######## block 1 ########
### Clock network drawn from the DEF, block 1

Scale bar: 20 um.
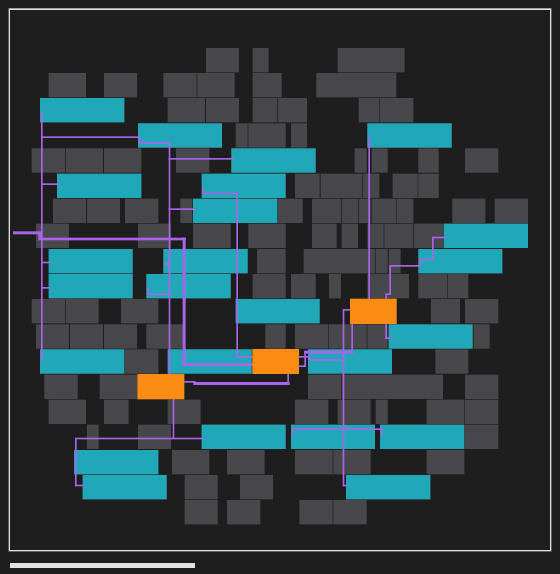
## src/rtl/shift_sequencer.sv

```systemverilog
// shift_sequencer
//   Sequences an external 8-bit load/shift register. A request (operand,
//   amount, arith) is accepted on start while ready. The operand is loaded,
//   shifted right once per cycle for the effective amount, and the shifter
//   output is then registered into result and flagged with a one-cycle done.
//
// Ports
//   clk, reset              clock, async active-high reset
//   start, operand, amount, arith   request (sampled only while ready)
//   shifter_q               shifter register output
//   load_val, load_n, shift_right, asr   shifter controls
//   ready, done, result     handshake / registered result
//
// Configuration
//   SHIFT_CLAMP_EN  defined: amount >= 8 clamps to 8 (full shift-out).
//                   undefined: amount is taken modulo 8.
module shift_sequencer (
  input  logic       clk,
  input  logic       reset,
  input  logic       start,
  input  logic [7:0] operand,
  input  logic [3:0] amount,
  input  logic       arith,
  input  logic [7:0] shifter_q,
  output logic [7:0] load_val,
  output logic       load_n,
  output logic       shift_right,
  output logic       asr,
  output logic       ready,
  output logic       done,
  output logic [7:0] result
);

  typedef enum logic [2:0] {
    S_IDLE, S_LOAD, S_SHIFT, S_CAPTURE, S_DONE
  } state_t;

  state_t     state, state_nx;
  logic [3:0] count;
  logic       arith_r;
  logic [3:0] eff_amount;

  always_comb begin
`ifdef SHIFT_CLAMP_EN
    eff_amount = amount[3] ? 4'd8 : amount;
`else
    eff_amount = {1'b0, amount[2:0]};
`endif
  end

  // State register plus the datapath registers that move with it.
  always_ff @(posedge clk or posedge reset) begin
    if (reset) begin
      state    <= S_IDLE;
      count    <= 4'd0;
      load_val <= 8'h00;
      arith_r  <= 1'b0;
      result   <= 8'h00;
    end else begin
      state <= state_nx;
      case (state)
        S_IDLE: if (start) begin
          load_val <= operand;
          count    <= eff_amount;
          arith_r  <= arith;
        end
        S_SHIFT:   count  <= count - 4'd1;
        S_CAPTURE: result <= shifter_q;
        default: ;
      endcase
    end
  end

  always_comb begin
    state_nx = state;
    case (state)
      S_IDLE:    if (start) state_nx = S_LOAD;
      S_LOAD:    state_nx = (count == 4'd0) ? S_CAPTURE : S_SHIFT;
      S_SHIFT:   if (count == 4'd1) state_nx = S_CAPTURE;
      S_CAPTURE: state_nx = S_DONE;
      S_DONE:    state_nx = S_IDLE;
      default:   state_nx = S_IDLE;
    endcase
  end

  // Moore outputs. asr stays 1 everywhere except a logical shift, because
  // the shifter clears its MSB whenever asr=0 while not loading.
  always_comb begin
    ready       = 1'b0;
    done        = 1'b0;
    load_n      = 1'b1;
    shift_right = 1'b0;
    asr         = 1'b1;
    case (state)
      S_IDLE:  ready = 1'b1;
      S_LOAD:  load_n = 1'b0;
      S_SHIFT: begin
        shift_right = 1'b1;
        asr         = arith_r;
      end
      S_DONE:  done = 1'b1;
      default: ;
    endcase
  end

endmodule

```

## config.mk

```make
export PLATFORM = sky130hd
export DESIGN_NAME = shift_sequencer
export DESIGN_NICKNAME = d
export VERILOG_FILES = /design/src/rtl/shift_sequencer.sv
export SDC_FILE = /design/constraint.sdc
export NUM_CORES = 1
export LEC_CHECK = 0
export CAP_MARGIN = 20
export CORE_MARGIN = 2
export CORE_UTILIZATION = 37
export CTS_BUF_LIST = sky130_fd_sc_hd__clkbuf_8 sky130_fd_sc_hd__clkbuf_16
export CTS_CLUSTER_SIZE = 14
export DETAILED_ROUTE_END_ITERATION = 6
export HOLD_SLACK_MARGIN = 0.03
export PLACE_DENSITY = 0.71
export REMOVE_ABC_BUFFERS = 1
export SLEW_MARGIN = 20
export SYNTH_ARGS = -nofsm -noshare
export SYNTH_HDL_FRONTEND = slang
export SYNTH_SLANG_ARGS = --single-unit
```

## constraint.sdc

```tcl
create_clock -name clk -period 1.8 [get_ports clk]
set_input_delay 0.18 -clock clk [delete_from_list [all_inputs] [get_ports clk]]
set_output_delay 0.18 -clock clk [all_outputs]
set_load 0.02 [all_outputs]
```

==> impl_table.tex <==
% Synthesis and place-and-route results
\begin{tabular}{lr}
\hline
Metric & Value \\
\hline
\multicolumn{2}{l}{\textbf{Outcome}} \\
\quad Run status & completed \\
\multicolumn{2}{l}{\textbf{Cells and area}} \\
\quad Flop Count & 24 \\
\quad Number of multi-input combinational cells & 48 \\
\quad Number of filler cells placed in the layout & 244 \\
\quad Share of layout cells above drive strength 1 & 27.3\% \\
\quad Clock buffers and inverters, area share & 4.29\% \\
\multicolumn{2}{l}{\textbf{Power}} \\
\quad Clock share of power & 15.0\% \\
\quad Leakage power & 0.000722 uW \\
\multicolumn{2}{l}{\textbf{Synthesis}} \\
\quad Top cells by count & 24 x sky130\_fd\_sc\_hd\_\_dfrtp\_1, 17 x sky130\_fd\_sc\_hd\_\_mux2\_2, 6 x sky130\_fd\_sc\_hd\_\_inv\_1 \\
\quad Mux area share & 19.3\% \\
\quad XOR Share, Synth & 0\% \\
\quad Area reported by Yosys stat & 1100 um\^{}2 \\
\quad Library cells used by synthesis & 27 \\
\multicolumn{2}{l}{\textbf{Clocking}} \\
\quad Buffers inserted during post-CTS setup optimization & 0 \\
\multicolumn{2}{l}{\textbf{Routing}} \\
\quad Routed length per placed instance & 14.0 um \\
\quad Detailed-route vias per instance & 4.98 \\
\quad Total via count in the routed design & 811 \\
\multicolumn{2}{l}{\textbf{Final timing}} \\
\quad Final Setup Violations & 0 \\
\quad Min Clock Period, post-route & 1.68 ns \\
\multicolumn{2}{l}{\textbf{Worst setup path}} \\
\quad Critical Path Source Type & flop \\
\multicolumn{2}{l}{\textbf{Global routing}} \\
\quad Via count of the first global-routing pass & 852 \\
\hline
\end{tabular}
Notes on 'Clock network drawn from the DEF' of block 1 above:
Key: clock wires = purple [length 287 um]; clock drivers = orange [count 3]; flip-flops = cyan [count 24]
There are 4 routed clock nets.
power consumed by the clock network: 466 uW
clock latency reported for the late side of the worst-skew pair: 0.26 ns

## flip-flops by register name, summed over array words and instances (netlist names)
register and cells:
arith_r 1, count 4, load_val 8, result 8
state 3
## per-layer routing
layer / global-route usage (%) / vias up / share of wire [%]
met1: 16.7 / 391 / 38
met5: 0 / - / 0
li1: - / 386 / -
met3: 6.81 / 2 / 9.8
met4: 2.99 / 0 / 0.57
met2: 25.7 / 32 / 51

######## block 2 ########
$ cat src/rtl/serial_adder.sv
// serial_adder: bit-serial ripple adder, one full-adder step per clock, LSB first.
// Adds two WIDTH-bit operands plus carry-in over WIDTH RUN cycles.
// The sum and carry-out are registered and held until the next completion.
// Optional feature macro: SERIAL_ADDER_OVF_EN adds the o_ovf port, which gives
// two's-complement overflow of the last completed addition.
//
// state  | meaning
// -------+-------------------------------------------------------------
// S_IDLE | waiting for i_start; operands and carry-in captured on accept
// S_RUN  | one full-adder bit per cycle, WIDTH cycles
// S_DONE | result registered, o_done pulses for this single cycle

module serial_adder #(
    parameter int WIDTH = 8
) (
    input  logic             i_clk,
    input  logic             i_rst,
    input  logic             i_start,
    input  logic [WIDTH-1:0] i_a,
    input  logic [WIDTH-1:0] i_b,
    input  logic             i_cin,
    output logic             o_busy,
    output logic             o_done,
    output logic [WIDTH-1:0] o_sum,
    output logic             o_cout
`ifdef SERIAL_ADDER_OVF_EN
    ,
    output logic             o_ovf
`endif
);

    localparam int CW = (WIDTH > 2) ? $clog2(WIDTH) : 1;
    localparam logic [CW-1:0] LAST_BIT = CW'(WIDTH - 1);

    typedef enum logic [1:0] {
        S_IDLE = 2'd0,
        S_RUN  = 2'd1,
        S_DONE = 2'd2
    } state_t;

    state_t           r_state;
    state_t           w_state_nxt;
    logic             w_load;
    logic             w_last;

    logic [WIDTH-1:0] r_sa;
    logic [WIDTH-1:0] r_sb;
    logic             r_c;
    logic [CW-1:0]    r_cnt;
    logic [WIDTH-1:0] r_res;
    logic [WIDTH-1:0] r_sum;
    logic             r_cout;

    logic             w_s;
    logic             w_c;
    logic [WIDTH-1:0] w_res_nxt;

    // Full-adder cell on the current LSBs and the held carry.
    assign w_s = r_sa[0] ^ r_sb[0] ^ r_c;
    assign w_c = (r_sa[0] & r_sb[0]) | (r_c & (r_sa[0] ^ r_sb[0]));

    // New sum bit enters at the MSB; after WIDTH shifts bit 0 holds the LSB.
    assign w_res_nxt = (r_res >> 1) | {w_s, {(WIDTH-1){1'b0}}};

    // State register.
    always_ff @(posedge i_clk) begin
        if (i_rst) begin
            r_state <= S_IDLE;
        end else begin
            r_state <= w_state_nxt;
        end
    end

    // Next-state decode and state-derived outputs.
    always_comb begin
        w_state_nxt = r_state;
        w_load      = 1'b0;
        w_last      = 1'b0;
        o_busy      = 1'b0;
        o_done      = 1'b0;
        case (r_state)
            S_IDLE: begin
                if (i_start) begin
                    w_load      = 1'b1;
                    w_state_nxt = S_RUN;
                end
            end
            S_RUN: begin
                o_busy = 1'b1;
                if (r_cnt == LAST_BIT) begin
                    w_last      = 1'b1;
                    w_state_nxt = S_DONE;
                end
            end
            S_DONE: begin
                o_done      = 1'b1;
                w_state_nxt = S_IDLE;
            end
            default: begin
                w_state_nxt = S_IDLE;
            end
        endcase
    end

    // Operand shift registers, carry flop, bit counter and partial result.
    always_ff @(posedge i_clk) begin
        if (i_rst) begin
            r_sa  <= '0;
            r_sb  <= '0;
            r_c   <= 1'b0;
            r_cnt <= '0;
            r_res <= '0;
        end else if (w_load) begin
            r_sa  <= i_a;
            r_sb  <= i_b;
            r_c   <= i_cin;
            r_cnt <= '0;
            r_res <= '0;
        end else if (r_state == S_RUN) begin
            r_sa  <= r_sa >> 1;
            r_sb  <= r_sb >> 1;
            r_c   <= w_c;
            r_cnt <= r_cnt + CW'(1);
            r_res <= w_res_nxt;
        end
    end

    // Result registers update only on the final bit so partial sums stay hidden.
    always_ff @(posedge i_clk) begin
        if (i_rst) begin
            r_sum  <= '0;
            r_cout <= 1'b0;
        end else if (w_last) begin
            r_sum  <= w_res_nxt;
            r_cout <= w_c;
        end
    end

    assign o_sum  = r_sum;
    assign o_cout = r_cout;

`ifdef SERIAL_ADDER_OVF_EN
    logic r_ovf;

    // On the final bit r_c is the carry into the MSB and w_c the carry out of it.
    always_ff @(posedge i_clk) begin
        if (i_rst) begin
            r_ovf <= 1'b0;
        end else if (w_last) begin
            r_ovf <= r_c ^ w_c;
        end
    end

    assign o_ovf = r_ovf;
`endif

endmodule

$ cat config.mk
export PLATFORM = sky130hd
export DESIGN_NAME = serial_adder
export DESIGN_NICKNAME = d
export VERILOG_FILES = /design/src/rtl/serial_adder.sv
export SDC_FILE = /design/constraint.sdc
export NUM_CORES = 1
export LEC_CHECK = 0
export CORE_MARGIN = 2
export CORE_UTILIZATION = 50
export CTS_CLUSTER_SIZE = 30
export DETAILED_ROUTE_END_ITERATION = 16
export PLACE_DENSITY = 0.78
export SYNTH_ARGS = -nofsm -noshare
export SYNTH_HDL_FRONTEND = slang
export SYNTH_SLANG_ARGS = --single-unit
$ cat constraint.sdc
create_clock -name i_clk -period 1.85 [get_ports i_clk]
set_input_delay 0.2775 -clock i_clk [delete_from_list [all_inputs] [get_ports i_clk]]
set_output_delay 0.2775 -clock i_clk [all_outputs]
set_load 0.01 [all_outputs]
### Clock network drawn from the DEF, block 2

Scale bar: 20 um.
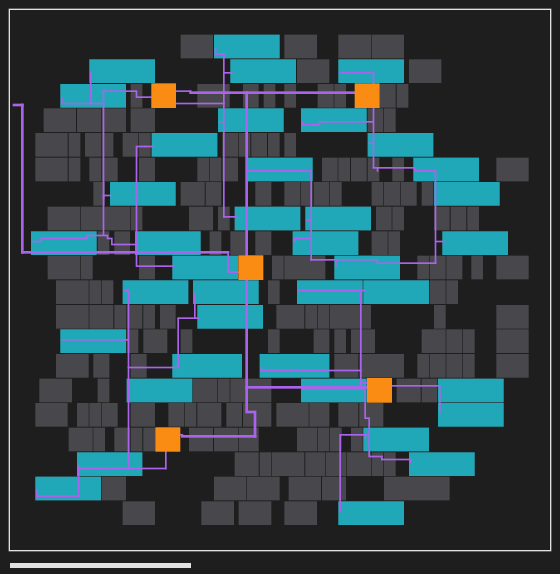
Key: clock wires = purple [length 440 um]; flip-flops = cyan [count 38]; clock drivers = orange [count 5]
Position of the flops: spread over the die. There are 6 routed clock nets.

==> impl_table.tex <==
% Synthesis and place-and-route results
\begin{tabular}{lr}
\hline
Metric & Value \\
\hline
\multicolumn{2}{l}{\textbf{Place}} \\
\quad Placer Congestion & 0.724 \\
\quad PortBufs & 30 \\
\quad Half-perimeter wire length after detailed placement & 2120 um \\
\quad Cell area after placement & 1860 um\^{}2 \\
\multicolumn{2}{l}{\textbf{Cells and area}} \\
\quad Combined flip-flop and latch cell area & 763 um\^{}2 \\
\quad Final core utilization & 63.9\% \\
\quad Cell type taking the most area & flip-flops and latches \\
\quad Share of layout cells above drive strength 1 & 8.72\% \\
\quad Tally of clock buffers in the finished layout & 7 \\
\quad Clock buffers and inverters, area share & 3.13\% \\
\quad Layout Cells excl Fill & 251 \\
\multicolumn{2}{l}{\textbf{Floorplanning}} \\
\quad Core Footprint & 3000 um\^{}2 \\
\multicolumn{2}{l}{\textbf{Synthesis}} \\
\quad Top cell area share & 48.8\% \\
\quad Number of warnings issued by yosys & 0 \\
\quad Most common reg cell & sky130\_fd\_sc\_hd\_\_dfxtp\_1 \\
\multicolumn{2}{l}{\textbf{Global routing}} \\
\quad Via count of the first global-routing pass & 1,264 \\
\quad First-pass GRT wire length & 5450 um \\
\quad Total grt overflow & 0 \\
\multicolumn{2}{l}{\textbf{Routing}} \\
\quad Number of violations reported at the end of detailed-routing iteration 0 & 63 \\
\multicolumn{2}{l}{\textbf{Worst setup path}} \\
\quad Timing endpoint of the critical path & o\_done \\
\quad Capturing element type of the critical path & output port \\
\quad Critical Path Start & r\_state[1]\$\_SDFFE\_PP0P\_ \\
\multicolumn{2}{l}{\textbf{Outcome}} \\
\quad Run status & completed \\
\multicolumn{2}{l}{\textbf{Power}} \\
\quad Internal power contribution & 1140 uW \\
\quad Power Total & 1540 uW \\
\quad Power dissipated in sequential cells & 882 uW \\
\multicolumn{2}{l}{\textbf{Clocking}} \\
\quad Buffers inserted during post-CTS setup optimization & 0 \\
\quad CTS Hold Buffers Added & 0 \\
\quad Register clock-pin slew on the reported worst setup and hold paths & 0.11 ns \\
\multicolumn{2}{l}{\textbf{Final timing}} \\
\quad Hold WS & 0.460 ns \\
\hline
\end{tabular}
### Gate-type map, block 2

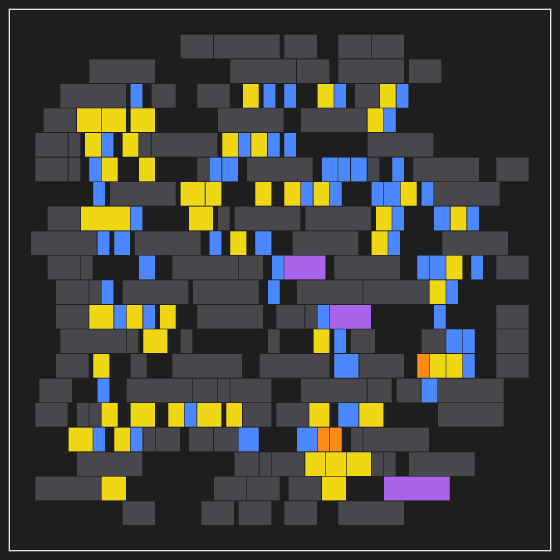
Key: fa/ha/maj cells = purple [cells 3, most used ha_1]; inv cells = orange [cells 3, most used inv_1]; aoi and oai cells = yellow [cells 49, most used a21oi_1]; nand cells = blue [cells 57, most used nand2_1]

-- worst max-delay path: stages, from the launching register on --
cell and delay [ns]:
sky130_fd_sc_hd__dfxtp_2 0.39, sky130_fd_sc_hd__inv_1 0.10, sky130_fd_sc_hd__nor2_1 0.10, sky130_fd_sc_hd__clkdlybuf4s50_1 0.54
-- cell families after synthesis --
logic type	Yosys count	synth area share, %
simple gates	78	21.3
compound gates	51	20.0
flops	38	48.8
buf+inv	18	6.43
fa+ha+maj	3	2.89
xor+xnor	1	0.562


## Gallery

Sequential cells coloured by netlist name.
shot_01.png
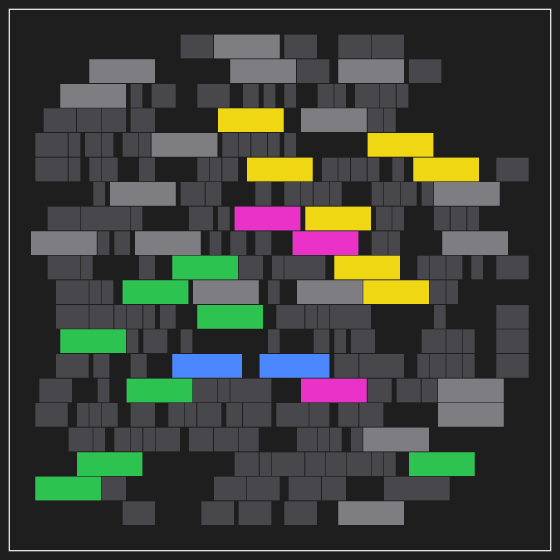
shot_02.png
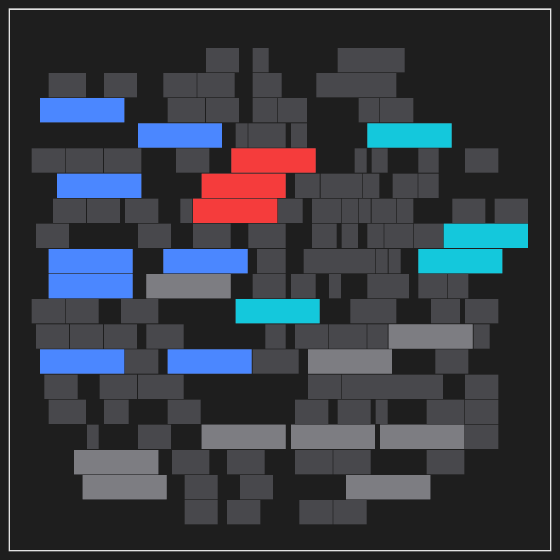
shot_01.png is block 2.
shot_02.png is block 1.
- most cells: shot_01.png

No activity file was given, so power comes from the tool's default toggle rates.
